=== design 1 ===
## src/rtl/yankee_feeder.sv

```systemverilog
// yankee_feeder: operand FIFO plus a sequencer that hands one {x,a,b,c}
// tuple at a time to the quadratic solver and returns its result, with a
// timeout abort when the solver never answers.
module yankee_feeder #(
  parameter int DEPTH   = 4,
  parameter int TIMEOUT = 64
) (
  input  logic        clock,
  input  logic        reset,
  input  logic        in_push,
  input  logic [7:0]  in_x,
  input  logic [15:0] in_a,
  input  logic [15:0] in_b,
  input  logic [15:0] in_c,
  output logic        in_full,
  output logic        in_overflow,
  output logic        slv_enable,
  output logic [7:0]  slv_x,
  output logic [15:0] slv_a,
  output logic [15:0] slv_b,
  output logic [15:0] slv_c,
  input  logic [15:0] slv_y,
  input  logic        slv_valid,
  input  logic        slv_ready,
  output logic [15:0] res_y,
  output logic        res_valid,
  output logic        res_err,
  output logic [15:0] res_count,
  output logic        busy
);

  localparam int AW = (DEPTH > 1) ? $clog2(DEPTH) : 1;
  localparam int CW = $clog2(DEPTH + 1);

  typedef struct packed {
    logic [7:0]  x;
    logic [15:0] a;
    logic [15:0] b;
    logic [15:0] c;
  } tuple_t;

  typedef enum logic [1:0] {IDLE, ISSUE, WAIT_VALID, WAIT_READY} state_t;

  tuple_t        mem [DEPTH];
  logic [AW-1:0] head, tail;
  logic [CW-1:0] count;
  state_t        state, state_nx;
  logic [15:0]   tmo_cnt;
  logic [16:0]   tmo_inc;
  logic          valid_q, rise, push_ok, pop, take, expire, nonempty;

  // Full comes from the registered count: a pop in the same cycle does not
  // make room for a push until the next cycle.
  assign in_full    = (count == CW'(DEPTH));
  assign nonempty   = (count != '0);
  assign push_ok    = in_push & ~in_full;
  // A valid that was already high last cycle is stale, only an edge counts.
  assign rise       = slv_valid & ~valid_q;
  assign tmo_inc    = {1'b0, tmo_cnt} + 17'd1;
  assign slv_enable = (state == ISSUE);
  assign busy       = (state != IDLE) | nonempty;

  // FIFO storage write; contents need no reset since pointers gate reads
  always_ff @(posedge clock) begin
    if (push_ok) mem[tail] <= tuple_t'({in_x, in_a, in_b, in_c});
  end

  // FIFO pointers, occupancy and sticky overflow flag
  always_ff @(posedge clock) begin
    if (reset) begin
      head        <= '0;
      tail        <= '0;
      count       <= '0;
      in_overflow <= 1'b0;
    end else begin
      if (push_ok) tail <= tail + AW'(1);
      if (pop)     head <= head + AW'(1);
      case ({push_ok, pop})
        2'b10:   count <= count + CW'(1);
        2'b01:   count <= count - CW'(1);
        default: count <= count;
      endcase
      if (in_push & in_full) in_overflow <= 1'b1;
    end
  end

  // Sequencer state register
  always_ff @(posedge clock) begin
    if (reset) state <= IDLE;
    else       state <= state_nx;
  end

  // Sequencer next state; a rise in the expiry cycle beats the timeout
  always_comb begin
    state_nx = state;
    pop      = 1'b0;
    take     = 1'b0;
    expire   = 1'b0;
    case (state)
      IDLE: begin
        if (nonempty && slv_ready) begin
          pop      = 1'b1;
          state_nx = ISSUE;
        end
      end
      ISSUE: state_nx = WAIT_VALID;
      WAIT_VALID: begin
        if (rise) begin
          take     = 1'b1;
          state_nx = WAIT_READY;
        end else if (tmo_inc == 17'(TIMEOUT)) begin
          expire   = 1'b1;
          state_nx = WAIT_READY;
        end
      end
      WAIT_READY: if (slv_ready) state_nx = IDLE;
      default:    state_nx = IDLE;
    endcase
  end

  // Operand registers, result capture, strobes and timeout counter
  always_ff @(posedge clock) begin
    if (reset) begin
      slv_x     <= '0;
      slv_a     <= '0;
      slv_b     <= '0;
      slv_c     <= '0;
      res_y     <= '0;
      res_valid <= 1'b0;
      res_err   <= 1'b0;
      res_count <= '0;
      tmo_cnt   <= '0;
      valid_q   <= 1'b0;
    end else begin
      valid_q   <= slv_valid;
      res_valid <= take;
      res_err   <= expire;
      if (pop) begin
        slv_x <= mem[head].x;
        slv_a <= mem[head].a;
        slv_b <= mem[head].b;
        slv_c <= mem[head].c;
      end
      if (take) begin
        res_y     <= slv_y;
        res_count <= res_count + 16'd1;
      end
      if (state == ISSUE)           tmo_cnt <= '0;
      else if (state == WAIT_VALID) tmo_cnt <= tmo_inc[15:0];
    end
  end

endmodule

```

## config.mk

```make
export PLATFORM = sky130hd
export DESIGN_NAME = yankee_feeder
export DESIGN_NICKNAME = d
export VERILOG_FILES = /design/src/rtl/yankee_feeder.sv
export SDC_FILE = /design/constraint.sdc
export NUM_CORES = 1
export LEC_CHECK = 0
export ABC_AREA = 0
export CAP_MARGIN = 20
export CORE_ASPECT_RATIO = 1.25
export CORE_MARGIN = 2
export CORE_UTILIZATION = 50
export CTS_CLUSTER_DIAMETER = 150
export CTS_CLUSTER_SIZE = 8
export DETAILED_ROUTE_END_ITERATION = 10
export HOLD_SLACK_MARGIN = 0.05
export PLACE_DENSITY_LB_ADDON = 0.25
export SLEW_MARGIN = 20
export SYNTH_ARGS = -nofsm -noshare
export SYNTH_HDL_FRONTEND = slang
export SYNTH_SLANG_ARGS = --single-unit
```

## constraint.sdc

```tcl
create_clock -name clock -period 7.6 [get_ports clock]
set_input_delay 0.76 -clock clock [delete_from_list [all_inputs] [get_ports clock]]
set_output_delay 0.76 -clock clock [all_outputs]
set_load 0.1 [all_outputs]
```

=== design 2 ===
### config.mk
export PLATFORM = sky130hd
export DESIGN_NAME = serial_add_ctrl
export DESIGN_NICKNAME = d
export VERILOG_FILES = /design/src/rtl/serial_add_ctrl.sv
export SDC_FILE = /design/constraint.sdc
export NUM_CORES = 1
export LEC_CHECK = 0
export CORE_UTILIZATION = 52
export CTS_CLUSTER_SIZE = 30
export DETAILED_ROUTE_END_ITERATION = 8
export PLACE_DENSITY = 0.86
export SKIP_LAST_GASP = 1
export SYNTH_ARGS = -nofsm -noshare
export SYNTH_HDL_FRONTEND = slang
export SYNTH_SLANG_ARGS = --single-unit
### constraint.sdc
create_clock -name clk -period 1.95 [get_ports clk]
set_input_delay 0.2925 -clock clk [delete_from_list [all_inputs] [get_ports clk]]
set_output_delay 0.2925 -clock clk [all_outputs]
set_load 0.01 [all_outputs]
### src/rtl/serial_add_ctrl.sv
// serial_add_ctrl: bit-serial WIDTH-bit adder/subtractor sharing one full adder, LSB first
//   clk, rst_n          : clock, asynchronous active-low reset
//   in_valid/in_ready   : operand handshake carrying a, b, sub (1 = a - b)
//   out_valid/out_ready : result handshake carrying sum, cout (sub: cout = no borrow)
//   busy                : operation in flight (state not IDLE)
module serial_add_ctrl #(
   parameter int WIDTH = 8
) (
   input  logic             clk,
   input  logic             rst_n,
   input  logic             in_valid,
   output logic             in_ready,
   input  logic [WIDTH-1:0] a,
   input  logic [WIDTH-1:0] b,
   input  logic             sub,
   output logic             out_valid,
   input  logic             out_ready,
   output logic [WIDTH-1:0] sum,
   output logic             cout,
   output logic             busy
);
   localparam int CW = $clog2(WIDTH);
   typedef enum logic [1:0] {IDLE, RUN, DONE} state_t;
   state_t state, state_nx;
   logic [WIDTH-1:0] op_a, op_b;
   logic [CW-1:0] cnt;
   logic carry, s, c_nx, last;
   assign s    = op_a[0] ^ op_b[0] ^ carry;
   assign c_nx = (op_a[0] & op_b[0]) | ((op_a[0] ^ op_b[0]) & carry);
   assign last = cnt == CW'(WIDTH - 1);
   always_comb begin
      state_nx  = state == IDLE ? (in_valid ? RUN : IDLE) :
                  state == RUN  ? (last ? DONE : RUN) :
                                  (out_ready ? IDLE : DONE);
      in_ready  = state == IDLE;
      busy      = state != IDLE;
      out_valid = state == DONE;
   end
   always_ff @(posedge clk or negedge rst_n)
      if (!rst_n) state <= IDLE;
      else state <= state_nx;
   // Subtraction is a + ~b + 1: invert b at load and seed the carry with 1.
   always_ff @(posedge clk or negedge rst_n)
      if (!rst_n) begin
         op_a  <= '0;
         op_b  <= '0;
         carry <= 1'b0;
         cnt   <= '0;
         sum   <= '0;
         cout  <= 1'b0;
      end else if (state == IDLE && in_valid) begin
         op_a  <= a;
         op_b  <= sub ? ~b : b;
         carry <= sub;
         cnt   <= '0;
      end else if (state == RUN) begin
         op_a  <= op_a >> 1;
         op_b  <= op_b >> 1;
         carry <= c_nx;
         sum   <= {s, sum[WIDTH-1:1]};
         cnt   <= cnt + 1'b1;
         if (last) cout <= c_nx;
      end
endmodule


==> layout pictures side by side <==
Cell placement.
shot_01.png
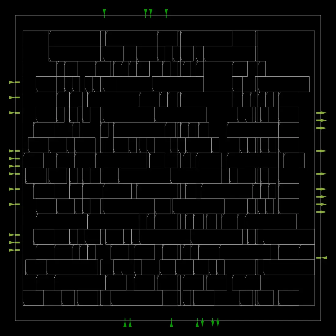
shot_02.png
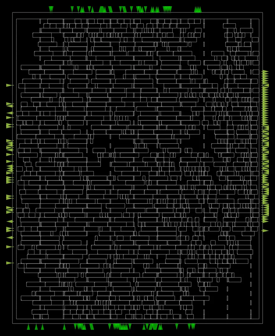
- design 2 = shot_01.png
- design 1 = shot_02.png

Figure 1. Signal wires on met1 (design 2).
(10 px per um) Supply wires on this layer in grey. Cells faint in the background.
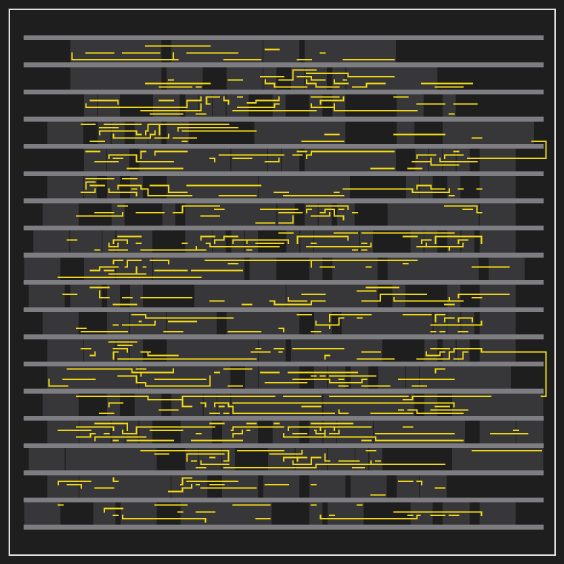
nets with wire on the layer: 175
main direction: horizontal
longest straight run: 22.1 um
share of all routed wire: 41%
wire length on this layer: 1160 um
DRT Wirelength: 2820 um
DR vias: 1150
GR Layer Usage met1: 23.1%

==> run_results.csv, design 2 <==
group,metric,value,unit
power,vdd_drop_max,0.00133,V
critical_path,cp_slowest_cell,"clkdlybuf4s50_1",
logic_synthesis,simple_gate_share,21.9,%
routing,drc_errors,0,
logic_synthesis,yosysMostFrequentCell,"nand2_1",
logic_synthesis,fp_nets,175,
logic_synthesis,synth.area.mux_share,0.787,%
finish,seq_cells,31,
finish,comb_share,32.2,%
finish,final_util,71.1,%
cts,cts_buffers,5,
cts,cts_buffer_depth,2,
placement,dp_hpwl,1980,um
finish,lay_top_cells,"nand2_1 (54), clkdlybuf4s50_1 (32), dfrtp_1 (31)",
critical_path,reg2regPathDepth,4,
finish,signal_buffers,36,
cts,cts.sinks,31,
power,pg_seq,1140,uW
power,intPower,1660,uW
critical_path,crit_buf_inv,1,
logic_synthesis,fa_ha_area_share,3.15,%
outcome,outcome,"finished clean",
critical_path,reg2reg_slack,0.54,ns
finish,clockNetworkAreaShare,3.11,%
global_route,use_met3,8.33,%
finish,logic_area,582,sq um
global_route,grt_use_met2,40.4,%
sta,min_period,1.79,ns
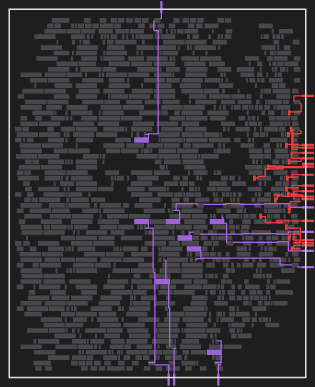
Figure 2: design 1, I/O nets highlighted.
(2 px per um)
| colour | port | bits | direction | end cells | buffers | wire |
|---|---|---|---|---|---|---|
| purple | slv_x | 8 | output | 8 | 8 | 493 um |
| red | slv_y | 16 | input | 16 | 16 | 296 um |
port bufs: 170
I/O pins: 171

==> run_results.csv, design 1 <==
group,metric,value,unit
critical_path,reg2reg_slack,4.36,ns
global_route,grtUsageTotal,19.0,%
sta,worstMarginPinSlew,1.05,ns
cts,cts.sinks,341,
cts,cts_htree_levels,2,
logic_synthesis,yosysCellCount,877,
cts,ctsRootBufferMaster,"clkbuf_16",
routing,totalWireLength,25400,um
routing,wl_per_cell,17.8,um
critical_path,cp_data_arrival_time,3.73,ns
critical_path,setup.worst_path.end,"count[2]",
logic_synthesis,ys_async_sr_fraction,0,%
placement,dp_cells,1338,
critical_path,cp_slowest_cell,"buf_4",
outcome,outcome,"finished clean",
logic_synthesis,top_cell_area_share,52.3,%
finish,signal_buffers,175,
cts,cts_buffer_depth,3,
sta,min_period,3.27,ns
cts,cts_hold_buf,0,
logic_synthesis,fa_ha_area_share,1.42,%
logic_synthesis,fp_nets,968,
logic_synthesis,largest_area_cell,"edfxtp_1",
floorplanning,tap_cells,335,
finish,seq_share,56.0,%
routing,first_pass_iters,4,
sta,setup_tns,0,ns
critical_path,crit_buf_inv,5,
cts,cts_resized,0,

=== design 3 ===
Figure 3. I/O nets highlighted (design 3).
(6 px per um)
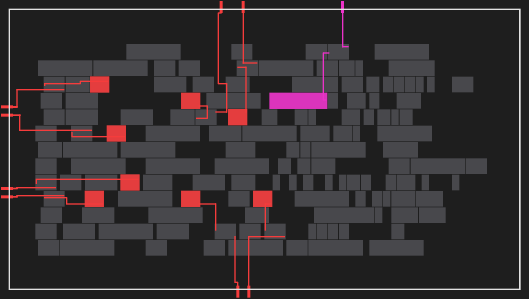

==> config.mk <==
export PLATFORM = sky130hd
export DESIGN_NAME = spi_counter_tx_sequencer
export DESIGN_NICKNAME = d
export VERILOG_FILES = /design/src/rtl/spi_upcounter_pkg.sv /design/src/rtl/spi_counter_tx_sequencer.sv
export SDC_FILE = /design/constraint.sdc
export NUM_CORES = 1
export LEC_CHECK = 0
export CAP_MARGIN = 20
export CORE_ASPECT_RATIO = 0.5
export CORE_MARGIN = 4
export CORE_UTILIZATION = 45
export DETAILED_ROUTE_END_ITERATION = 6
export PLACE_DENSITY_LB_ADDON = 0.12
export SLEW_MARGIN = 0
export SYNTH_ARGS = -nofsm -noshare
export SYNTH_HDL_FRONTEND = slang
export SYNTH_SLANG_ARGS = --single-unit
==> constraint.sdc <==
create_clock -name clk -period 5.8 [get_ports clk]
set_input_delay 0.87 -clock clk [delete_from_list [all_inputs] [get_ports clk]]
set_output_delay 0.87 -clock clk [all_outputs]
set_load 0.1 [all_outputs]
==> src/rtl/spi_upcounter_pkg.sv <==
// Shared types and frame layout for the up-counter SPI link.
//   seq_state_t : frame sequencer states
//   HDR_*       : bit positions/width of the header byte (byte0)
//   make_hdr    : assembles byte0 from status bits and counter high bits
package spi_upcounter_pkg;

  typedef enum logic [2:0] {
    IDLE,
    SETUP,
    START_HI,
    WAIT_HI,
    START_LO,
    WAIT_LO,
    HOLD,
    GAP
  } seq_state_t;

  localparam int HDR_RUN_BIT = 7;
  localparam int HDR_CLR_BIT = 6;
  localparam int HDR_VAL_W   = 6;

  function automatic logic [7:0] make_hdr(input logic                 run,
                                          input logic                 clr,
                                          input logic [HDR_VAL_W-1:0] val);
    logic [7:0] h;
    h                  = '0;
    h[HDR_VAL_W-1:0]   = val;
    h[HDR_CLR_BIT]     = clr;
    h[HDR_RUN_BIT]     = run;
    return h;
  endfunction

endpackage

==> src/rtl/spi_counter_tx_sequencer.sv <==
// Frame sequencer between the counter control unit and a byte-level SPI
// master. Each frame is two bytes under a frame-level chip select:
//   byte0 = {runstop, clear, counter[DATA_W-1:8] zero-extended to 6 bits}
//   byte1 = counter[7:0]
// followed by GAP_CYCLES cycles of chip select high. Requests arriving while
// a frame is in flight collapse into one follow-up frame.
//
// Ports:
//   clk, reset   system clock, asynchronous active-high reset
//   i_counter    counter value (DATA_W bits)
//   i_runstop    run status
//   i_clear      clear status
//   i_update     one-cycle frame request
//   i_ready      SPI master can accept a byte
//   i_done       SPI master byte-complete pulse
//   o_start      one-cycle byte start (gated by i_ready)
//   o_tx_data    byte being sent, held from o_start until i_done
//   o_ss_n       frame chip select, active low (registered)
//   o_busy       sequencer not idle (registered)
module spi_counter_tx_sequencer
  import spi_upcounter_pkg::*;
#(
  parameter int DATA_W     = 14,
  parameter int GAP_CYCLES = 4
) (
  input  logic              clk,
  input  logic              reset,
  input  logic [DATA_W-1:0] i_counter,
  input  logic              i_runstop,
  input  logic              i_clear,
  input  logic              i_update,
  input  logic              i_ready,
  input  logic              i_done,
  output logic              o_start,
  output logic [7:0]        o_tx_data,
  output logic              o_ss_n,
  output logic              o_busy
);

  localparam int CNT_W = $clog2(GAP_CYCLES + 1);

  seq_state_t           state, state_nx;
  logic                 pending;
  logic [7:0]           hdr_q, lo_q;
  logic [CNT_W-1:0]     gap_cnt;
  logic                 ss_n_q, busy_q;
  logic [HDR_VAL_W-1:0] hi_val;
  logic                 enter_setup, enter_gap, gap_last;

  // Upper counter bits, zero-extended into the 6-bit header field.
  always_comb begin
    hi_val                = '0;
    hi_val[DATA_W-9:0]    = i_counter[DATA_W-1:8];
  end

  // Last GAP cycle; the ==0 term only guards against an out-of-sequence value.
  assign gap_last = (gap_cnt == CNT_W'(1)) || (gap_cnt == '0);

  // Next-state logic.
  always_comb begin
    state_nx = state;
    case (state)
      IDLE:     if (i_update || pending) state_nx = SETUP;
      SETUP:    state_nx = START_HI;
      START_HI: if (i_ready) state_nx = WAIT_HI;
      WAIT_HI:  if (i_done)  state_nx = START_LO;
      START_LO: if (i_ready) state_nx = WAIT_LO;
      WAIT_LO:  if (i_done)  state_nx = HOLD;
      HOLD:     state_nx = GAP;
      // Only the already-latched pending flag is looked at here; a request on
      // the exit edge itself is latched and picked up from IDLE next cycle.
      GAP:      if (gap_last) state_nx = pending ? SETUP : IDLE;
      default:  state_nx = IDLE;
    endcase
  end

  assign enter_setup = (state_nx == SETUP) && (state != SETUP);
  assign enter_gap   = (state_nx == GAP)   && (state != GAP);

  // Byte handshake decode.
  always_comb begin
    o_start   = 1'b0;
    o_tx_data = '0;
    case (state)
      START_HI: begin o_start = i_ready; o_tx_data = hdr_q; end
      WAIT_HI:  o_tx_data = hdr_q;
      START_LO: begin o_start = i_ready; o_tx_data = lo_q;  end
      WAIT_LO:  o_tx_data = lo_q;
      default:  ;
    endcase
  end

  assign o_ss_n = ss_n_q;
  assign o_busy = busy_q;

  always_ff @(posedge clk or posedge reset) begin
    if (reset) begin
      state   <= IDLE;
      pending <= 1'b0;
      hdr_q   <= '0;
      lo_q    <= '0;
      gap_cnt <= '0;
      ss_n_q  <= 1'b1;
      busy_q  <= 1'b0;
    end else begin
      state  <= state_nx;
      ss_n_q <= (state_nx == IDLE) || (state_nx == GAP);
      busy_q <= (state_nx != IDLE);

      // The snapshot on the SETUP edge already reflects a request arriving on
      // that same edge, so clearing takes priority over setting.
      if (enter_setup) begin
        pending <= 1'b0;
        hdr_q   <= make_hdr(i_runstop, i_clear, hi_val);
        lo_q    <= i_counter[7:0];
      end else if (i_update && (state != IDLE)) begin
        pending <= 1'b1;
      end

      if (enter_gap)
        gap_cnt <= CNT_W'(GAP_CYCLES);
      else if ((state == GAP) && (gap_cnt != '0))
        gap_cnt <= gap_cnt - CNT_W'(1);
    end
  end

endmodule

=== design 4 ===
`src/rtl/m_unit_scheduler_if.sv`:
```
// rtl/m_unit_scheduler_if.sv - EX-stage handshake between the pipeline and the RV32M unit
interface m_unit_scheduler_if;
  logic        m_valid;
  logic [2:0]  func3;
  logic [31:0] op1;
  logic [31:0] op2;
  logic [4:0]  rd;
  logic        pipeline_flush;
  logic        m_stall;
  logic        m_done;
  logic [31:0] m_result;
  logic [4:0]  m_rd;
  logic        m_busy;

  modport master (
    output m_valid, func3, op1, op2, rd, pipeline_flush,
    input  m_stall, m_done, m_result, m_rd, m_busy
  );

  modport slave (
    input  m_valid, func3, op1, op2, rd, pipeline_flush,
    output m_stall, m_done, m_result, m_rd, m_busy
  );
endinterface

```
`src/rtl/m_unit_scheduler.sv`:
```
// rtl/m_unit_scheduler.sv - RV32M multiply/divide sequencer; optional M_EARLY_OUT_EN divide early-out
module m_unit_scheduler #(
  parameter int MUL_LATENCY = 2,
  parameter int DIV_STEPS   = 32
) (
  input  logic clk,
  input  logic rst,
  m_unit_scheduler_if.slave mif
);

  typedef enum logic [1:0] {IDLE, MUL, DIV, DONE} state_t;

  state_t      state, state_nxt;
  logic [5:0]  cnt;
  logic [2:0]  func3_q;
  logic [31:0] op1_q, op2_q;
  logic [4:0]  rd_q;
  logic [63:0] product;
  logic [63:0] acc;          // {remainder, quotient}
  logic        special_q;
  logic [31:0] special_res;

  // Decode of the instruction currently presented in EX
  logic        accept, in_signed, in_a_neg, in_b_neg;
  logic [31:0] in_a_mag, in_b_mag;
  logic        div_zero, div_ovf, early, special;
  logic [31:0] special_val;

  assign accept    = (state == IDLE) && mif.m_valid && !mif.pipeline_flush;
  assign in_signed = !mif.func3[0];
  assign in_a_neg  = in_signed && mif.op1[31];
  assign in_b_neg  = in_signed && mif.op2[31];
  assign in_a_mag  = in_a_neg ? -mif.op1 : mif.op1;
  assign in_b_mag  = in_b_neg ? -mif.op2 : mif.op2;
  assign div_zero  = (mif.op2 == 32'h0);
  assign div_ovf   = in_signed && (mif.op1 == 32'h8000_0000) && (mif.op2 == 32'hFFFF_FFFF);
`ifdef M_EARLY_OUT_EN
  assign early     = (in_b_mag > in_a_mag);
`else
  assign early     = 1'b0;
`endif
  assign special   = div_zero || div_ovf || early;

  // Bypass value for divides that need no iterations
  always_comb begin
    special_val = 32'h0;
    if (div_zero)     special_val = mif.func3[1] ? mif.op1 : 32'hFFFF_FFFF;
    else if (div_ovf) special_val = mif.func3[1] ? 32'h0 : 32'h8000_0000;
    else if (early)   special_val = mif.func3[1] ? mif.op1 : 32'h0;
  end

  // Datapath derived from the latched operation
  logic        a_neg_q, b_neg_q, a_ext, b_ext, rem_ge;
  logic [31:0] b_mag_q, rem_sub, quot_fix, rem_fix, div_res, mul_res, result;
  logic [32:0] rem_sh;
  logic [63:0] a64, b64, div_step;

  assign a_neg_q  = !func3_q[0] && op1_q[31];
  assign b_neg_q  = !func3_q[0] && op2_q[31];
  assign b_mag_q  = b_neg_q ? -op2_q : op2_q;
  // MULHU treats both operands unsigned, MULHSU only rs2
  assign a_ext    = op1_q[31] && !(func3_q[1] && func3_q[0]);
  assign b_ext    = op2_q[31] && !func3_q[1];
  assign a64      = {{32{a_ext}}, op1_q};
  assign b64      = {{32{b_ext}}, op2_q};
  // 33-bit partial remainder so divisors above 2^31 cannot overflow the shift
  assign rem_sh   = acc[63:31];
  assign rem_ge   = (rem_sh >= {1'b0, b_mag_q});
  assign rem_sub  = rem_sh[31:0] - b_mag_q;
  assign div_step = {rem_ge ? rem_sub : rem_sh[31:0], acc[30:0], rem_ge};
  assign quot_fix = (a_neg_q ^ b_neg_q) ? -acc[31:0] : acc[31:0];
  assign rem_fix  = a_neg_q ? -acc[63:32] : acc[63:32];
  assign div_res  = func3_q[1] ? rem_fix : quot_fix;
  assign mul_res  = (func3_q[1:0] == 2'b00) ? product[31:0] : product[63:32];
  assign result   = special_q ? special_res : (func3_q[2] ? div_res : mul_res);

  // State register plus operand latch, product register and divider iteration
  always_ff @(posedge clk) begin
    if (rst) begin
      state       <= IDLE;
      cnt         <= '0;
      func3_q     <= '0;
      op1_q       <= '0;
      op2_q       <= '0;
      rd_q        <= '0;
      product     <= '0;
      acc         <= '0;
      special_q   <= 1'b0;
      special_res <= '0;
    end else begin
      state <= state_nxt;
      case (state)
        IDLE: if (accept) begin
          func3_q     <= mif.func3;
          op1_q       <= mif.op1;
          op2_q       <= mif.op2;
          rd_q        <= mif.rd;
          special_q   <= mif.func3[2] && special;
          special_res <= special_val;
          acc         <= {32'h0, in_a_mag};
          cnt         <= mif.func3[2] ? 6'(DIV_STEPS) : 6'(MUL_LATENCY - 1);
        end
        MUL: begin
          product <= a64 * b64;
          if (cnt != 6'd0) cnt <= cnt - 6'd1;
        end
        DIV: begin
          acc <= div_step;
          if (cnt != 6'd0) cnt <= cnt - 6'd1;
        end
        default: ;
      endcase
    end
  end

  // Next state and pipeline-facing outputs; flush overrides everything
  always_comb begin
    state_nxt    = state;
    mif.m_busy   = (state == MUL) || (state == DIV);
    mif.m_done   = (state == DONE) && !mif.pipeline_flush;
    mif.m_stall  = !mif.pipeline_flush && (((state == IDLE) && mif.m_valid) || mif.m_busy);
    mif.m_result = mif.m_done ? result : 32'h0;
    mif.m_rd     = mif.m_done ? rd_q : 5'h0;
    if (mif.pipeline_flush) begin
      state_nxt = IDLE;
    end else begin
      case (state)
        IDLE: if (mif.m_valid) state_nxt = !mif.func3[2] ? MUL : (special ? DONE : DIV);
        MUL:  if (cnt == 6'd0) state_nxt = DONE;
        DIV:  if (cnt == 6'd1) state_nxt = DONE;
        DONE: state_nxt = IDLE;
        default: state_nxt = IDLE;
      endcase
    end
  end

endmodule

```
`src/flat_wrapper.sv`:
```
// flat-port wrapper written by rule: the top's interface ports become plain ports
module m_unit_scheduler_flat 
#(
  parameter int MUL_LATENCY = 2,
  parameter int DIV_STEPS   = 32
)
  (clk, rst, mif_m_valid, mif_func3, mif_op1, mif_op2, mif_rd, mif_pipeline_flush, mif_m_stall, mif_m_done, mif_m_result, mif_m_rd, mif_m_busy);
  m_unit_scheduler_if mif_i ();
  input  logic clk;
  input  logic rst;
  input wire logic [$bits(mif_i.m_valid)-1:0] mif_m_valid;
  input wire logic [$bits(mif_i.func3)-1:0] mif_func3;
  input wire logic [$bits(mif_i.op1)-1:0] mif_op1;
  input wire logic [$bits(mif_i.op2)-1:0] mif_op2;
  input wire logic [$bits(mif_i.rd)-1:0] mif_rd;
  input wire logic [$bits(mif_i.pipeline_flush)-1:0] mif_pipeline_flush;
  output wire logic [$bits(mif_i.m_stall)-1:0] mif_m_stall;
  output wire logic [$bits(mif_i.m_done)-1:0] mif_m_done;
  output wire logic [$bits(mif_i.m_result)-1:0] mif_m_result;
  output wire logic [$bits(mif_i.m_rd)-1:0] mif_m_rd;
  output wire logic [$bits(mif_i.m_busy)-1:0] mif_m_busy;
  assign mif_i.m_valid = mif_m_valid;
  assign mif_i.func3 = mif_func3;
  assign mif_i.op1 = mif_op1;
  assign mif_i.op2 = mif_op2;
  assign mif_i.rd = mif_rd;
  assign mif_i.pipeline_flush = mif_pipeline_flush;
  assign mif_m_stall = mif_i.m_stall;
  assign mif_m_done = mif_i.m_done;
  assign mif_m_result = mif_i.m_result;
  assign mif_m_rd = mif_i.m_rd;
  assign mif_m_busy = mif_i.m_busy;
  m_unit_scheduler #(.MUL_LATENCY(MUL_LATENCY), .DIV_STEPS(DIV_STEPS)) u_core (.clk(clk), .rst(rst), .mif(mif_i));
endmodule
```
`config.mk`:
```
export PLATFORM = sky130hd
export DESIGN_NAME = m_unit_scheduler_flat
export DESIGN_NICKNAME = d
export VERILOG_FILES = /design/src/rtl/m_unit_scheduler_if.sv /design/src/rtl/m_unit_scheduler.sv /design/src/flat_wrapper.sv
export SDC_FILE = /design/constraint.sdc
export NUM_CORES = 2
export LEC_CHECK = 0
export ABC_AREA = 0
export CAP_MARGIN = 20
export CORE_ASPECT_RATIO = 0.5
export CORE_UTILIZATION = 62
export CTS_BUF_LIST = sky130_fd_sc_hd__clkbuf_2
export CTS_CLUSTER_DIAMETER = 200
export CTS_CLUSTER_SIZE = 40
export DETAILED_ROUTE_END_ITERATION = 10
export PLACE_DENSITY = 0.82
export REMOVE_ABC_BUFFERS = 1
export SYNTH_ARGS = -nofsm -noshare
export SYNTH_HDL_FRONTEND = slang
export SYNTH_SLANG_ARGS = --single-unit
export TNS_END_PERCENT = 100
```
`constraint.sdc`:
```
create_clock -name clk -period 12.06 [get_ports clk]
set_clock_uncertainty 0.1 [all_clocks]
set_input_delay 1.809 -clock clk [delete_from_list [all_inputs] [get_ports clk]]
set_output_delay 1.809 -clock clk [all_outputs]
set_load 0.02 [all_outputs]
```
=== design 5 ===
$ cat config.mk
export PLATFORM = sky130hd
export DESIGN_NAME = reg_context_engine
export DESIGN_NICKNAME = d
export VERILOG_FILES = /design/src/rtl/reg_context_engine.sv
export SDC_FILE = /design/constraint.sdc
export NUM_CORES = 1
export LEC_CHECK = 0
export ABC_AREA = 1
export CAP_MARGIN = 20
export CORE_ASPECT_RATIO = 1.25
export CORE_MARGIN = 2
export CORE_UTILIZATION = 48
export CTS_CLUSTER_DIAMETER = 40
export DETAILED_ROUTE_END_ITERATION = 10
export GPL_TIMING_DRIVEN = 0
export PLACE_DENSITY = 0.79
export SETUP_SLACK_MARGIN = 0.3
export SYNTH_ARGS = -nofsm -noshare
export SYNTH_HDL_FRONTEND = slang
export SYNTH_SLANG_ARGS = --single-unit
$ cat constraint.sdc
create_clock -name clock -period 3 [get_ports clock]
set_input_delay 0.6 -clock clock [delete_from_list [all_inputs] [get_ports clock]]
set_output_delay 0.6 -clock clock [all_outputs]
set_load 0.05 [all_outputs]
$ cat src/rtl/reg_context_engine.sv
// rtl/reg_context_engine.sv - register file context save/restore bus initiator
module reg_context_engine #(
    parameter int DATA_W      = 16,
    parameter int ADDR_W      = 16,
    parameter int NUM_REGS    = 8,
    parameter bit PRESERVE_SP = 1'b1
) (
    input  logic              clock,
    input  logic              resetN,
    input  logic              saveReq,
    input  logic              restoreReq,
    input  logic [ADDR_W-1:0] baseAddr,
    output logic              busy,
    output logic              done,
    output logic [2:0]        regRead,
    input  logic [DATA_W-1:0] regData,
    output logic [2:0]        regWriteReg,
    output logic [DATA_W-1:0] regWriteData,
    output logic              regWrite,
    output logic [ADDR_W-1:0] memAddr,
    output logic [DATA_W-1:0] memWriteData,
    output logic              memWrite,
    output logic              memRead,
    input  logic [DATA_W-1:0] memReadData,
    input  logic              memReady
);

    typedef enum logic [2:0] {IDLE, SAVE_RD, SAVE_WR, RST_RD, RST_WR, DONE} state_t;

    localparam logic [2:0] LAST_IDX = 3'(NUM_REGS - 1);
    localparam logic [2:0] SP_IDX   = 3'd2;

    state_t              state, state_n;
    logic [2:0]          index, index_n;
    logic [ADDR_W-1:0]   base, base_n;
    logic [DATA_W-1:0]   hold, hold_n;

    logic                busy_n, done_n, reg_write_n, mem_write_n, mem_read_n;
    logic [2:0]          reg_read_n, reg_write_reg_n;
    logic [DATA_W-1:0]   reg_write_data_n, mem_write_data_n;
    logic [ADDR_W-1:0]   mem_addr_n;

    always_ff @(posedge clock or negedge resetN) begin
        if (!resetN) begin
            state        <= IDLE;
            index        <= '0;
            base         <= '0;
            hold         <= '0;
            busy         <= 1'b0;
            done         <= 1'b0;
            regRead      <= '0;
            regWriteReg  <= '0;
            regWriteData <= '0;
            regWrite     <= 1'b0;
            memAddr      <= '0;
            memWriteData <= '0;
            memWrite     <= 1'b0;
            memRead      <= 1'b0;
        end else begin
            state        <= state_n;
            index        <= index_n;
            base         <= base_n;
            hold         <= hold_n;
            busy         <= busy_n;
            done         <= done_n;
            regRead      <= reg_read_n;
            regWriteReg  <= reg_write_reg_n;
            regWriteData <= reg_write_data_n;
            regWrite     <= reg_write_n;
            memAddr      <= mem_addr_n;
            memWriteData <= mem_write_data_n;
            memWrite     <= mem_write_n;
            memRead      <= mem_read_n;
        end
    end

    always_comb begin
        state_n          = state;
        index_n          = index;
        base_n           = base;
        hold_n           = hold;
        busy_n           = 1'b0;
        done_n           = 1'b0;
        reg_read_n       = '0;
        reg_write_reg_n  = '0;
        reg_write_data_n = '0;
        reg_write_n      = 1'b0;
        mem_addr_n       = '0;
        mem_write_data_n = '0;
        mem_write_n      = 1'b0;
        mem_read_n       = 1'b0;

        case (state)
            IDLE: begin
                if (saveReq) begin
                    base_n  = baseAddr;
                    index_n = '0;
                    state_n = SAVE_RD;
                end else if (restoreReq) begin
                    base_n  = baseAddr;
                    index_n = '0;
                    state_n = RST_RD;
                end
            end
            SAVE_RD: begin
                hold_n  = regData;
                state_n = SAVE_WR;
            end
            SAVE_WR: begin
                if (memReady) begin
                    if (index == LAST_IDX) begin
                        state_n = DONE;
                    end else begin
                        index_n = index + 3'd1;
                        state_n = SAVE_RD;
                    end
                end
            end
            RST_RD: begin
                if (memReady) begin
                    hold_n  = memReadData;
                    state_n = RST_WR;
                end
            end
            RST_WR: begin
                if (index == LAST_IDX) begin
                    state_n = DONE;
                end else begin
                    // Stack pointer is live across the switch, so its slot is never reloaded
                    if (PRESERVE_SP && (index == SP_IDX - 3'd1))
                        index_n = index + 3'd2;
                    else
                        index_n = index + 3'd1;
                    state_n = RST_RD;
                end
            end
            DONE:    state_n = IDLE;
            default: state_n = IDLE;
        endcase

        // Outputs are registered, so decode them from the state being entered
        case (state_n)
            SAVE_RD: begin
                busy_n     = 1'b1;
                reg_read_n = index_n;
            end
            SAVE_WR: begin
                busy_n           = 1'b1;
                mem_addr_n       = base_n + ADDR_W'(index_n);
                mem_write_data_n = hold_n;
                mem_write_n      = 1'b1;
            end
            RST_RD: begin
                busy_n     = 1'b1;
                mem_addr_n = base_n + ADDR_W'(index_n);
                mem_read_n = 1'b1;
            end
            RST_WR: begin
                busy_n           = 1'b1;
                reg_write_reg_n  = index_n;
                reg_write_data_n = hold_n;
                reg_write_n      = 1'b1;
            end
            DONE:    done_n = 1'b1;
            default: ;
        endcase
    end

endmodule

Figure 4. Cell placement (design 3).
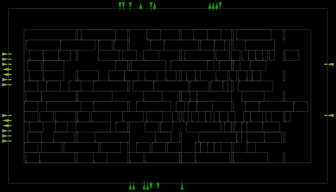
filler cell count: 242
flop count: 25
fin cells: 176

About Figure 3:
| colour | port | bits | direction | end cells | buffers | wire |
|---|---|---|---|---|---|---|
| red | o_tx_data | 8 | output | 8 | 8 | 173 um |
| magenta | o_ss_n | 1 | output | 1 | 1 | 16.0 um |
I/O pins: 32
port bufs: 31

==> run_results.csv, design 3 <==
group,metric,value,unit
routing,totalWireLength,2510,um
critical_path,critPathTopFamily,"buffers and inverters",
logic_synthesis,xor_area_share,0.659,%
logic_synthesis,yosysCellCount,107,
finish,clkbuf_count,3,
floorplanning,fp.coreArea,0.00270,sq mm
finish,layout-drive-gt1-share,23.7,%
outcome,outcome,"finished clean",
routing,dr_wl_met2,1140,um
global_route,grt_use_met2,22.4,%
global_route,antenna_found_initial,0,
critical_path,path_cells,"inv_1 -> nor2_1 -> a22o_1 -> clkdlybuf4s50_1",
finish,inverters,5,
global_route,grt_first_pass_wirelength,4200,um
cts,ctsRootBufferMaster,"clkbuf_8",
placement,place.gp.congestion,0.739,
critical_path,reg2regPathDepth,7,
logic_synthesis,ys_async_sr_fraction,100,%
floorplanning,fp.dieH,46.4,um
logic_synthesis,synthTopCellsByArea,"dfrtp_1 (45%), mux2_4 (11%), mux2_2 (5.9%)",
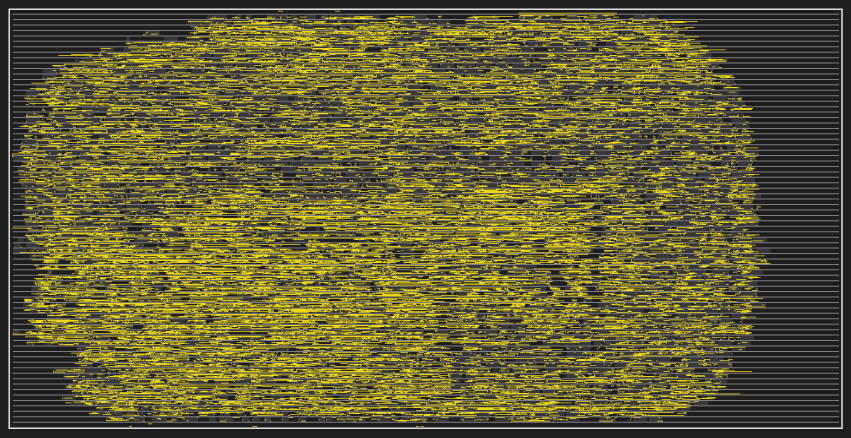
Figure 5: design 4, signal wires on met1.
(2 px per um) Supply wires on this layer in grey. Cells faint in the background.
main direction: horizontal
share of all routed wire: 38%
GR Layer Usage met1: 46.8%
DR vias: 43.0k
DRT Wirelength: 147000 um

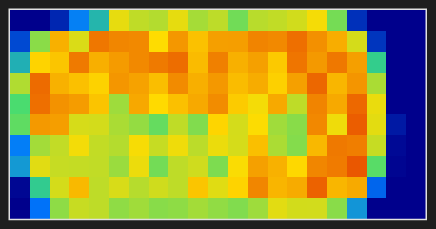
Figure 6: design 4, local utilization.
(1 px per um) The die is cut into 21 by 10 equal tiles; dark blue is low, red is high, 0 to 100% covered.
nearly empty tiles: 12%
tiles over 75% full: 41%
mean over tiles: 62%
fullest tile: 90%
Core Area: 0.0843 sq mm
post-layout util: 65.3%
fp_density: 62.9%

==> run_results.csv, design 4 <==
group,metric,value,unit
placement,place.gp.congestion,1.01,
logic_synthesis,xor_area_share,3.50,%
routing,detail-route-antenna-nets,0,
cts,cts_tree,"done",
global_route,grt_first_pass_wirelength,238000,um
sta,setup-violations-final,0,
sta,drv_slew,0,
finish,comb_share,77.1,%
finish,buf_share,3.44,%
finish,clkbuf_count,12,
outcome,outcome,"finished clean",
logic_synthesis,largest_area_cell,"fa_1",
cts,cts_buffers,10,
finish,diodes,3,
floorplanning,fp-row-count,75,
logic_synthesis,synth_cell_type_count,78,
finish,biggestCellCategory,"multi-input combinational cells",
critical_path,crit_top_cell,"fa_1",
global_route,grt_pass1_vias,44930,
sta,finalCritPeriodShare,80.0,%
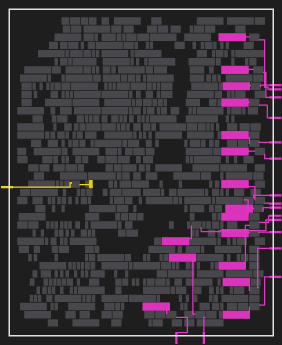
Figure 7: design 5, I/O nets highlighted.
(3 px per um)
| colour | port | bits | direction | end cells | buffers | wire |
|---|---|---|---|---|---|---|
| yellow | saveReq | 1 | input | 1 | 1 | 25.4 um |
| magenta | regWriteData | 16 | output | 16 | 16 | 223 um |
port bufs: 111
I/O pins: 112

==> run_results.csv, design 5 <==
group,metric,value,unit
outcome,outcome,"finished clean",
cts,cts_hold_buf,0,
logic_synthesis,ys_sh_aoi,4.19,%
finish,comb_share,26.3,%
critical_path,cp_slowest_cell,"dfrtp_2",
sta,fmax,363,MHz
floorplanning,fp-row-count,38,
sta,setup_tns,0,ns
placement,place_ws,-0.640,ns
finish,lay_top_cells,"clkdlybuf4s50_1 (107), nand2_1 (95), dfrtp_1 (95)",
finish,seq_share,39.9,%
critical_path,reg2regPathDepth,17,
critical_path,critPathTopFamily,"simple AND/OR/NAND/NOR gates",
sta,worstMarginPinSlew,0.536,ns
critical_path,path_max_fanout,4,
routing,vias,3619,

=== design 6 ===
Figure 8. Signal wires on met1 (design 6).
(4 px per um) Supply wires on this layer in grey. Cells faint in the background.
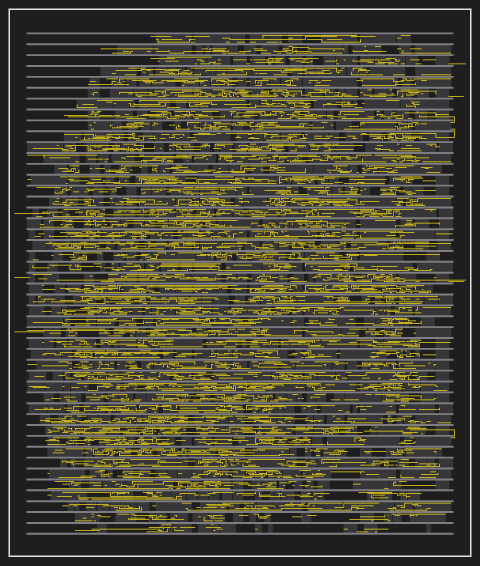

## src/rtl/pump_pulse_gen.sv

```systemverilog
// pump_pulse_gen: converts a signed control word into fixed-width up/down
// charge-pump pulses. |kval| is integrated in a phase accumulator, and every
// accumulator wrap queues one pulse request in the direction of kval's sign.
// A small FSM drains the queue. It enforces a one-cycle gap after every pulse
// and inserts dead time before a pulse that reverses direction.
module pump_pulse_gen #(
  parameter int KW    = 40,
  parameter int PW    = 4,
  parameter int DEAD  = 2,
  parameter int CNT_W = 16
) (
  input  logic             clk,
  input  logic             reset,
  input  logic             en,
  input  logic [KW-1:0]    kval,
  output logic             up,
  output logic             down,
  output logic             busy,
  output logic [CNT_W-1:0] up_cnt,
  output logic [CNT_W-1:0] down_cnt,
  output logic             ovf
);

  localparam int AW   = KW - 1;
  localparam int TMAX = (PW > DEAD) ? PW : DEAD;
  localparam int TW   = (TMAX > 1) ? $clog2(TMAX) : 1;

  localparam logic [TW-1:0] PW_LAST   = TW'(PW - 1);
  localparam logic [TW-1:0] DEAD_LAST = TW'((DEAD > 0) ? DEAD - 1 : 0);
  localparam logic [KW-1:0] KMIN      = {1'b1, {AW{1'b0}}};

  typedef enum logic [1:0] {
    S_IDLE  = 2'd0,
    S_DEADT = 2'd1,
    S_PULSE = 2'd2,
    S_GAP   = 2'd3
  } state_t;

  // Accumulator / request-queue state.
  logic [AW-1:0]    acc_q, acc_d;
  logic [1:0]       pend_q, pend_d;
  logic             req_dir_q, req_dir_d;
  logic             prev_sign_q, prev_sign_d;
  logic             ovf_q, ovf_d;

  // Pulse sequencer state.
  state_t           state_q, state_d;
  logic [TW-1:0]    tmr_q, tmr_d;
  logic             dir_q, dir_d;
  logic             last_dir_q, last_dir_d;
  logic [CNT_W-1:0] up_cnt_q, up_cnt_d;
  logic [CNT_W-1:0] down_cnt_q, down_cnt_d;
  logic             up_q, up_d;
  logic             down_q, down_d;

  // Input decode.
  logic             sign;
  logic             active;
  logic             sign_chg;
  logic [KW-1:0]    neg_kval;
  logic [AW-1:0]    mag;
  logic [AW:0]      sum;
  logic             carry;
  logic             inc;
  logic             take;

  assign sign     = kval[KW-1];
  assign active   = en && (kval != '0);
  // A reversal discards everything queued for the old direction.
  assign sign_chg = active && (sign != prev_sign_q);
  assign neg_kval = -kval;
  assign sum      = {1'b0, acc_q} + {1'b0, mag};
  assign carry    = sum[AW];
  assign inc      = active && !sign_chg && carry;
  // Stale requests are not launched on the cycle they are being discarded.
  assign take     = (pend_q != 2'd0) && !sign_chg &&
                    ((state_q == S_IDLE) || (state_q == S_GAP));

  // Magnitude of kval; the most negative code saturates to the largest positive.
  always_comb begin
    mag = kval[AW-1:0];
    if (kval == KMIN) begin
      mag = {AW{1'b1}};
    end else if (sign) begin
      mag = neg_kval[AW-1:0];
    end
  end

  // Accumulate, queue requests on wrap, and track drops.
  always_comb begin
    acc_d       = acc_q;
    pend_d      = pend_q;
    req_dir_d   = req_dir_q;
    prev_sign_d = prev_sign_q;
    ovf_d       = ovf_q;
    if (active) begin
      prev_sign_d = sign;
      if (sign_chg) begin
        acc_d  = '0;
        pend_d = 2'd0;
      end else begin
        acc_d = sum[AW-1:0];
        if (carry) begin
          req_dir_d = sign;
        end
      end
    end
    if (!sign_chg) begin
      case ({inc, take})
        2'b10: begin
          if (pend_q == 2'd3) begin
            ovf_d = 1'b1;
          end else begin
            pend_d = pend_q + 2'd1;
          end
        end
        2'b01:   pend_d = pend_q - 2'd1;
        default: pend_d = pend_q;
      endcase
    end
  end

  // Accumulator and request-queue registers.
  always_ff @(posedge clk or negedge reset) begin
    if (!reset) begin
      acc_q       <= '0;
      pend_q      <= 2'd0;
      req_dir_q   <= 1'b0;
      prev_sign_q <= 1'b0;
      ovf_q       <= 1'b0;
    end else begin
      acc_q       <= acc_d;
      pend_q      <= pend_d;
      req_dir_q   <= req_dir_d;
      prev_sign_q <= prev_sign_d;
      ovf_q       <= ovf_d;
    end
  end

  // Sequencer state register, including the pulse counters and output flops.
  always_ff @(posedge clk or negedge reset) begin
    if (!reset) begin
      state_q    <= S_IDLE;
      tmr_q      <= '0;
      dir_q      <= 1'b0;
      last_dir_q <= 1'b0;
      up_cnt_q   <= '0;
      down_cnt_q <= '0;
      up_q       <= 1'b0;
      down_q     <= 1'b0;
    end else begin
      state_q    <= state_d;
      tmr_q      <= tmr_d;
      dir_q      <= dir_d;
      last_dir_q <= last_dir_d;
      up_cnt_q   <= up_cnt_d;
      down_cnt_q <= down_cnt_d;
      up_q       <= up_d;
      down_q     <= down_d;
    end
  end

  // Sequencer next state: launch, dead time, pulse, one-cycle gap.
  always_comb begin
    state_d    = state_q;
    tmr_d      = tmr_q;
    dir_d      = dir_q;
    last_dir_d = last_dir_q;
    up_cnt_d   = up_cnt_q;
    down_cnt_d = down_cnt_q;
    case (state_q)
      S_IDLE, S_GAP: begin
        if (take) begin
          dir_d = req_dir_q;
          tmr_d = '0;
          if ((req_dir_q != last_dir_q) && (DEAD > 0)) begin
            state_d = S_DEADT;
          end else begin
            state_d = S_PULSE;
          end
        end else begin
          state_d = S_IDLE;
        end
      end
      S_DEADT: begin
        if (tmr_q == DEAD_LAST) begin
          state_d = S_PULSE;
          tmr_d   = '0;
        end else begin
          tmr_d = tmr_q + TW'(1);
        end
      end
      S_PULSE: begin
        if (tmr_q == PW_LAST) begin
          state_d    = S_GAP;
          tmr_d      = '0;
          last_dir_d = dir_q;
          if (dir_q) begin
            if (down_cnt_q != '1) down_cnt_d = down_cnt_q + CNT_W'(1);
          end else begin
            if (up_cnt_q != '1) up_cnt_d = up_cnt_q + CNT_W'(1);
          end
        end else begin
          tmr_d = tmr_q + TW'(1);
        end
      end
      default: state_d = S_IDLE;
    endcase
  end

  // Output decode from the next state so the pump drives come straight from flops.
  always_comb begin
    up_d   = (state_d == S_PULSE) && !dir_d;
    down_d = (state_d == S_PULSE) && dir_d;
  end

  assign up       = up_q;
  assign down     = down_q;
  assign busy     = (state_q != S_IDLE) || (pend_q != 2'd0);
  assign up_cnt   = up_cnt_q;
  assign down_cnt = down_cnt_q;
  assign ovf      = ovf_q;

endmodule

```

## config.mk

```make
export PLATFORM = sky130hd
export DESIGN_NAME = pump_pulse_gen
export DESIGN_NICKNAME = d
export VERILOG_FILES = /design/src/rtl/pump_pulse_gen.sv
export SDC_FILE = /design/constraint.sdc
export NUM_CORES = 1
export LEC_CHECK = 0
export CORE_ASPECT_RATIO = 1.2
export CORE_MARGIN = 4
export CORE_UTILIZATION = 49
export DETAILED_ROUTE_END_ITERATION = 10
export PLACE_DENSITY = 0.75
export RECOVER_POWER = 50
export SKIP_LAST_GASP = 1
export SYNTH_ARGS = -nofsm -noshare
export SYNTH_HDL_FRONTEND = slang
export SYNTH_SLANG_ARGS = --single-unit
```

## constraint.sdc

```tcl
create_clock -name clk -period 5.85 [get_ports clk]
set_clock_uncertainty 0.15 [all_clocks]
set_input_delay 1.755 -clock clk [delete_from_list [all_inputs] [get_ports clk]]
set_output_delay 1.755 -clock clk [all_outputs]
set_load 0.01 [all_outputs]
```

=== design 7 ===
===== config.mk =====
export PLATFORM = sky130hd
export DESIGN_NAME = brc_seq_ctrl
export DESIGN_NICKNAME = d
export VERILOG_FILES = /design/src/rtl/brc_seq_ctrl.sv
export SDC_FILE = /design/constraint.sdc
export NUM_CORES = 1
export LEC_CHECK = 0
export CAP_MARGIN = 20
export CORE_ASPECT_RATIO = 0.75
export CORE_MARGIN = 8
export CORE_UTILIZATION = 46
export CTS_CLUSTER_DIAMETER = 100
export CTS_CLUSTER_SIZE = 30
export DETAILED_ROUTE_END_ITERATION = 10
export GPL_TIMING_DRIVEN = 0
export PLACE_DENSITY = 0.76
export SETUP_SLACK_MARGIN = 0.3
export SLEW_MARGIN = 20
export SYNTH_ARGS = -nofsm -noshare
export SYNTH_HDL_FRONTEND = slang
export SYNTH_SLANG_ARGS = --single-unit

===== constraint.sdc =====
create_clock -name i_clk -period 4.2 [get_ports i_clk]
set_input_delay 1.05 -clock i_clk [delete_from_list [all_inputs] [get_ports i_clk]]
set_output_delay 1.05 -clock i_clk [all_outputs]
set_load 0.01 [all_outputs]

===== src/rtl/brc_seq_ctrl.sv =====
// brc_seq_ctrl - multi-cycle branch-resolution controller.
//
// Accepts a branch request (funct3, rs1, rs2) on a valid/ready handshake,
// walks a CHUNK-bit comparator from the MSB chunk down to the LSB chunk
// (stopping at the first chunk that differs) and returns less/equal/taken
// on a second valid/ready handshake.
//
// Ports:
//   i_clk, i_rst              clock (rising edge), synchronous active-high reset
//   i_req_valid, o_req_ready  request handshake
//   i_funct3                  branch type (BEQ/BNE/BLT/BGE/BLTU/BGEU)
//   i_rs1_data, i_rs2_data    operands A and B
//   o_rsp_valid, i_rsp_ready  response handshake
//   o_brc_less, o_brc_equal   compare result (signedness from funct3[1])
//   o_taken                   branch decision
//   o_illegal                 funct3 was 010/011
//   o_busy                    controller not idle
module brc_seq_ctrl #(
  parameter int XLEN  = 32,
  parameter int CHUNK = 8
) (
  input  logic            i_clk,
  input  logic            i_rst,
  input  logic            i_req_valid,
  output logic            o_req_ready,
  input  logic [2:0]      i_funct3,
  input  logic [XLEN-1:0] i_rs1_data,
  input  logic [XLEN-1:0] i_rs2_data,
  output logic            o_rsp_valid,
  input  logic            i_rsp_ready,
  output logic            o_brc_less,
  output logic            o_brc_equal,
  output logic            o_taken,
  output logic            o_illegal,
  output logic            o_busy
);

  localparam int NCHUNK = XLEN / CHUNK;
  localparam int IW     = (NCHUNK > 1) ? $clog2(NCHUNK) : 1;
  localparam logic [IW-1:0] IDX_TOP = IW'(NCHUNK - 1);

  typedef enum logic [1:0] {S_IDLE, S_CMP, S_RESP} state_e;

  state_e            state_q, state_d;
  logic [IW-1:0]     idx_q, idx_d;
  logic [XLEN-1:0]   rs1_q, rs1_d, rs2_q, rs2_d;
  logic [2:0]        funct3_q, funct3_d;
  logic              br_un_q, br_un_d;
  logic              rsp_valid_q, rsp_valid_d;
  logic              less_q, less_d;
  logic              equal_q, equal_d;
  logic              taken_q, taken_d;
  logic              illegal_q, illegal_d;

  // Operands viewed as an array of chunks so the active chunk is a plain index.
  logic [NCHUNK-1:0][CHUNK-1:0] a_ch, b_ch;
  logic [CHUNK-1:0]             ca, cb;

  assign a_ch = rs1_q;
  assign b_ch = rs2_q;

  function automatic logic taken_f(input logic [2:0] f, input logic l, input logic e);
    case (f)
      3'b000:          taken_f = e;
      3'b001:          taken_f = ~e;
      3'b100, 3'b110:  taken_f = l;
      3'b101, 3'b111:  taken_f = ~l;
      default:         taken_f = 1'b0;
    endcase
  endfunction

  // Current chunk pair. For signed compares the top chunk's sign bits are
  // flipped so that an unsigned compare of the biased values gives the
  // signed ordering; lower chunks are always unsigned magnitudes.
  always_comb begin
    ca = a_ch[idx_q];
    cb = b_ch[idx_q];
    if (idx_q == IDX_TOP && !br_un_q) begin
      ca[CHUNK-1] = ~ca[CHUNK-1];
      cb[CHUNK-1] = ~cb[CHUNK-1];
    end
  end

  always_comb begin
    state_d     = state_q;
    idx_d       = idx_q;
    rs1_d       = rs1_q;
    rs2_d       = rs2_q;
    funct3_d    = funct3_q;
    br_un_d     = br_un_q;
    rsp_valid_d = rsp_valid_q;
    less_d      = less_q;
    equal_d     = equal_q;
    taken_d     = taken_q;
    illegal_d   = illegal_q;
    case (state_q)
      S_IDLE: begin
        if (i_req_valid) begin
          rs1_d    = i_rs1_data;
          rs2_d    = i_rs2_data;
          funct3_d = i_funct3;
          br_un_d  = i_funct3[1];
          idx_d    = IDX_TOP;
          if (i_funct3[2:1] == 2'b01) begin
            state_d     = S_RESP;
            rsp_valid_d = 1'b1;
            illegal_d   = 1'b1;
            less_d      = 1'b0;
            equal_d     = 1'b0;
            taken_d     = 1'b0;
          end else begin
            state_d = S_CMP;
          end
        end
      end
      S_CMP: begin
        if (ca != cb || idx_q == '0) begin
          state_d     = S_RESP;
          rsp_valid_d = 1'b1;
          illegal_d   = 1'b0;
          less_d      = (ca < cb);
          equal_d     = (ca == cb);
          taken_d     = taken_f(funct3_q, ca < cb, ca == cb);
        end else begin
          idx_d = idx_q - 1'b1;
        end
      end
      S_RESP: begin
        if (i_rsp_ready) begin
          state_d     = S_IDLE;
          rsp_valid_d = 1'b0;
        end
      end
      default: state_d = S_IDLE;
    endcase
  end

  always_ff @(posedge i_clk) begin
    if (i_rst) begin
      state_q     <= S_IDLE;
      idx_q       <= IDX_TOP;
      rs1_q       <= '0;
      rs2_q       <= '0;
      funct3_q    <= '0;
      br_un_q     <= 1'b0;
      rsp_valid_q <= 1'b0;
      less_q      <= 1'b0;
      equal_q     <= 1'b0;
      taken_q     <= 1'b0;
      illegal_q   <= 1'b0;
    end else begin
      state_q     <= state_d;
      idx_q       <= idx_d;
      rs1_q       <= rs1_d;
      rs2_q       <= rs2_d;
      funct3_q    <= funct3_d;
      br_un_q     <= br_un_d;
      rsp_valid_q <= rsp_valid_d;
      less_q      <= less_d;
      equal_q     <= equal_d;
      taken_q     <= taken_d;
      illegal_q   <= illegal_d;
    end
  end

  // Ready/busy are forced low while reset is asserted.
  assign o_req_ready = (state_q == S_IDLE) && !i_rst;
  assign o_busy      = (state_q != S_IDLE) && !i_rst;
  assign o_rsp_valid = rsp_valid_q;
  assign o_brc_less  = less_q;
  assign o_brc_equal = equal_q;
  assign o_taken     = taken_q;
  assign o_illegal   = illegal_q;

endmodule

Figure 9. Local utilization (design 6).
(3 px per um) The die is cut into 11 by 14 equal tiles; dark blue is low, red is high, 0 to 100% covered.
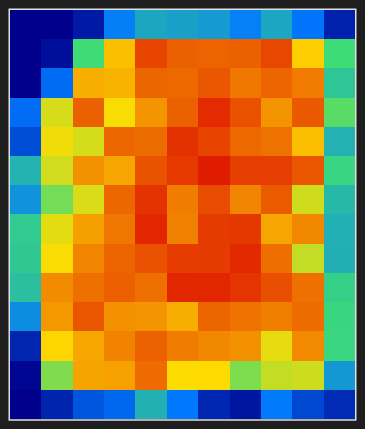
nearly empty tiles: 3.9%
mean over tiles: 66%
fullest tile: 97%
emptiest ninth of the die: top left
tiles over 75% full: 57%
densest ninth of the die: middle
fp_density: 50.4%
post-layout util: 79.1%
Core Area: 0.0134 sq mm

About Figure 8:
longest straight run: 36.3 um
share of all routed wire: 38%
wire length on this layer: 9580 um
main direction: horizontal
GR Layer Usage met1: 34.6%
DR vias: 8143
DRT Wirelength: 25100 um

==> run_results.csv, design 6 <==
group,metric,value,unit
outcome,outcome,"finished, violations left",
outcome,violations,"max-capacitance violations, max-slew violations, negative setup slack",
logic_synthesis,xor_area_share,8.07,%
sta,drv_slew,30,
sta,setup-violations-final,9,
finish,inverters,26,
power,power_density,394,mW/mm^2
power,pwr-share-seq,20.9,%
finish,diodes,0,
hold_path,holdPathEnd,"up_cnt[6]",
cts,ctsRootBufferMaster,"clkbuf_16",
critical_path,setup.worst_path.end,"acc_q[31]",
flow_run,drv_cap,1,
logic_synthesis,fp_nets,923,
critical_path,crit_path_end_kind,"register",
critical_path,path_cells,"buf_6 -> or4_4 -> or4_4 -> buf_6 -> nor2_4 -> nand2_4 -> buf_6 -> nand3_2 -> a21oi_2 -> a31oi_1 -> ha_1 -> a21oi_2 -> o21ai_1 -> a31oi_1 -> o21ai_2 -> a2111o_1 -> a311o_1 -> buf_4 -> a21oi_4 -> xor2_1 -> o21ai_0",
cts,cts_resized,130,
critical_path,startpoint,"kval[18]",
sta,layout_setup_ws,-0.215,ns
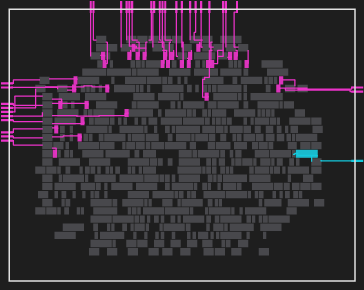
Figure 10: design 7, I/O nets highlighted.
(3 px per um)
| colour | port | bits | direction | end cells | buffers | wire |
|---|---|---|---|---|---|---|
| cyan | o_illegal | 1 | output | 1 | 1 | 22.3 um |
| magenta | i_rs2_data | 32 | input | 32 | 32 | 651 um |
port bufs: 77
I/O pins: 78

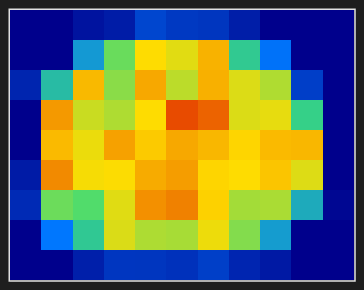
Figure 11: design 7, local utilization.
(3 px per um) The die is cut into 11 by 9 equal tiles; dark blue is low, red is high, 0 to 100% covered.
densest ninth of the die: middle
emptiest ninth of the die: top right
mean over tiles: 42%
tiles over 75% full: 23%
post-layout util: 61.9%
Core Area: 0.00723 sq mm

==> run_results.csv, design 7 <==
group,metric,value,unit
logic_synthesis,syn_avg_cell_area,8.50,sq um
sta,slew_headroom,59.0,%
hold_path,holdPathEnd,"b_ch[16]",
finish,num-multi-input-gates,281,
finish,logic_area,0.00168,sq mm
outcome,outcome,"finished clean",
logic_synthesis,yosysCellCount,396,
routing,first_pass_iters,4,
flow_run,warnings,27,
global_route,grt_use_met2,29.6,%
logic_synthesis,largest_area_cell,"dfxtp_1",
placement,place.gp.congestion,0.842,
cts,cts_htree_levels,3,
logic_synthesis,ys_async_sr_fraction,0,%
critical_path,cp_data_arrival_time,2.67,ns
routing,dr_wl_met2,4450,um
floorplanning,die_x,115,um
critical_path,crit_top_cell,"clkdlybuf4s50_1",
finish,diodes,0,
logic_synthesis,yosysMostFrequentCell,"nand2_1",

==> gallery <==
Drive-strength map.
(3 px per um)
Plate I
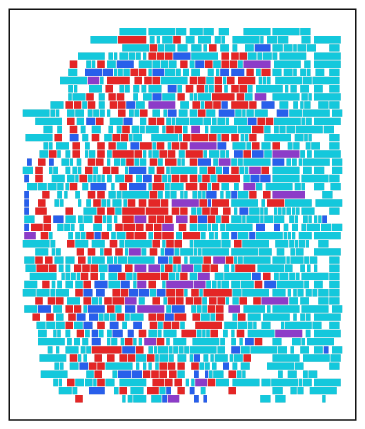
Plate II
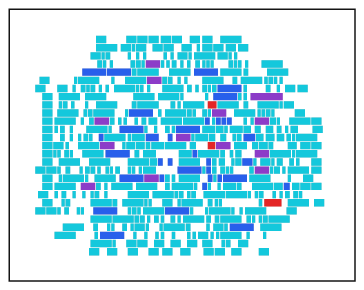
| picture | from |
|---|---|
| Plate I | design 6 |
| Plate II | design 7 |
- largest die: Plate I

Key to Plate I:
| colour | size | cells |
|---|---|---|
| blue | _2 cells | 96 |
| cyan | _0 and _1 cells | 746 |
| red | _3 and _4 cells | 295 |
| purple | _6 and larger | 33 |



## Gallery

I/O nets highlighted.
image #1
(1 px per um)
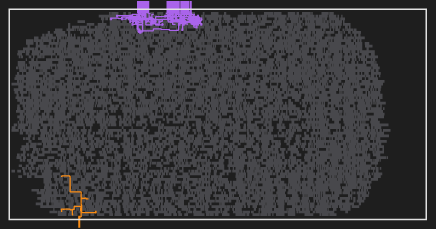
image #2
(6 px per um)
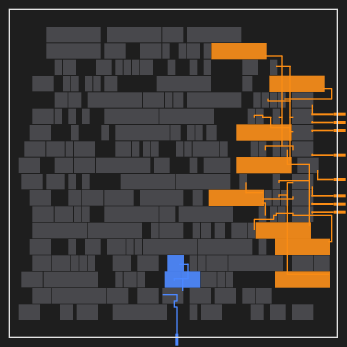
image #3
(3 px per um)
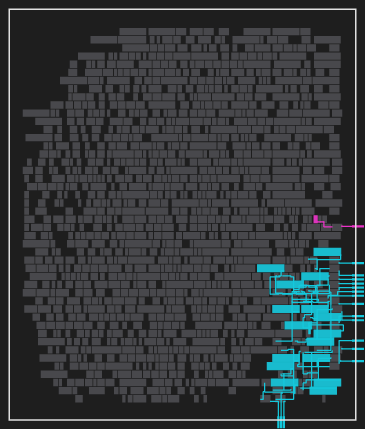
design 2 -> image #2
design 6 -> image #3
design 4 -> image #1
Of these, most cells: image #1
Of these, smallest die: image #2


## Gallery

Signal wires on met1.
panel A
(4 px per um) Supply wires on this layer in grey. Cells faint in the background.
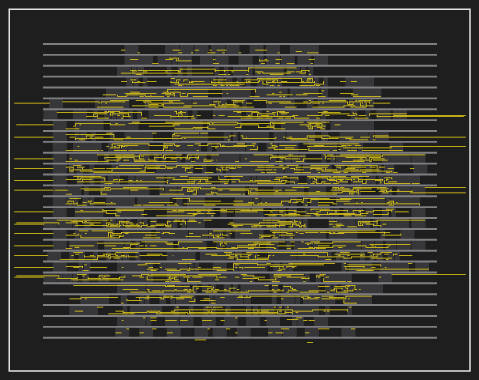
panel B
(3 px per um) Supply wires on this layer in grey. Cells faint in the background.
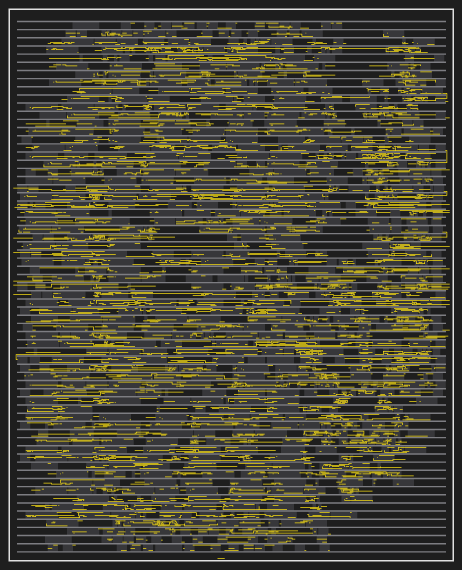
panel C
(10 px per um) Supply wires on this layer in grey. Cells faint in the background.
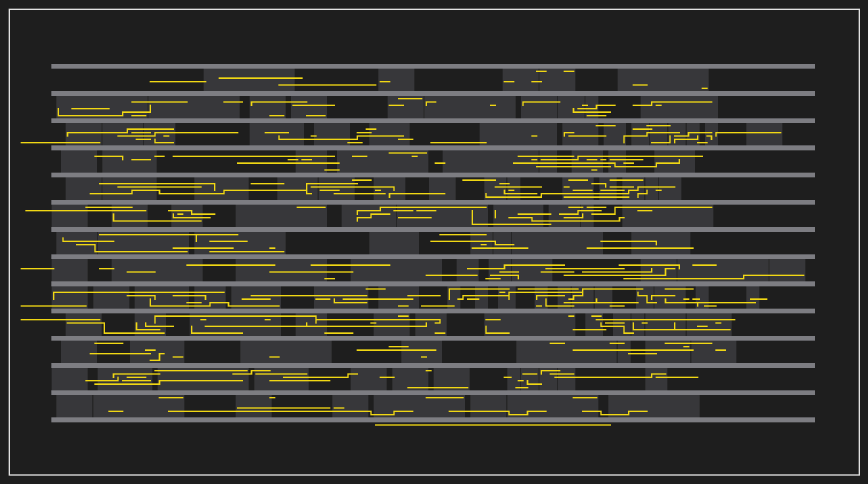
panel D
(6 px per um) Supply wires on this layer in grey. Cells faint in the background.
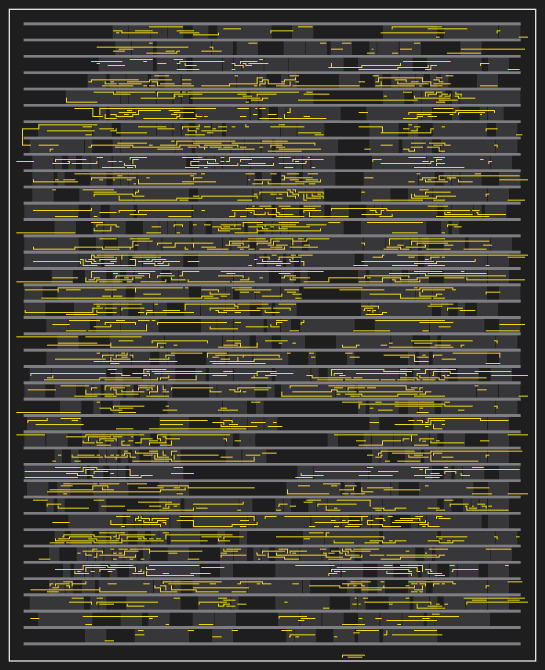
- panel D = design 5
- panel A = design 7
- panel C = design 3
- panel B = design 1
- largest die: panel B
- smallest die: panel C

No activity file was given, so power comes from the tool's default toggle rates.
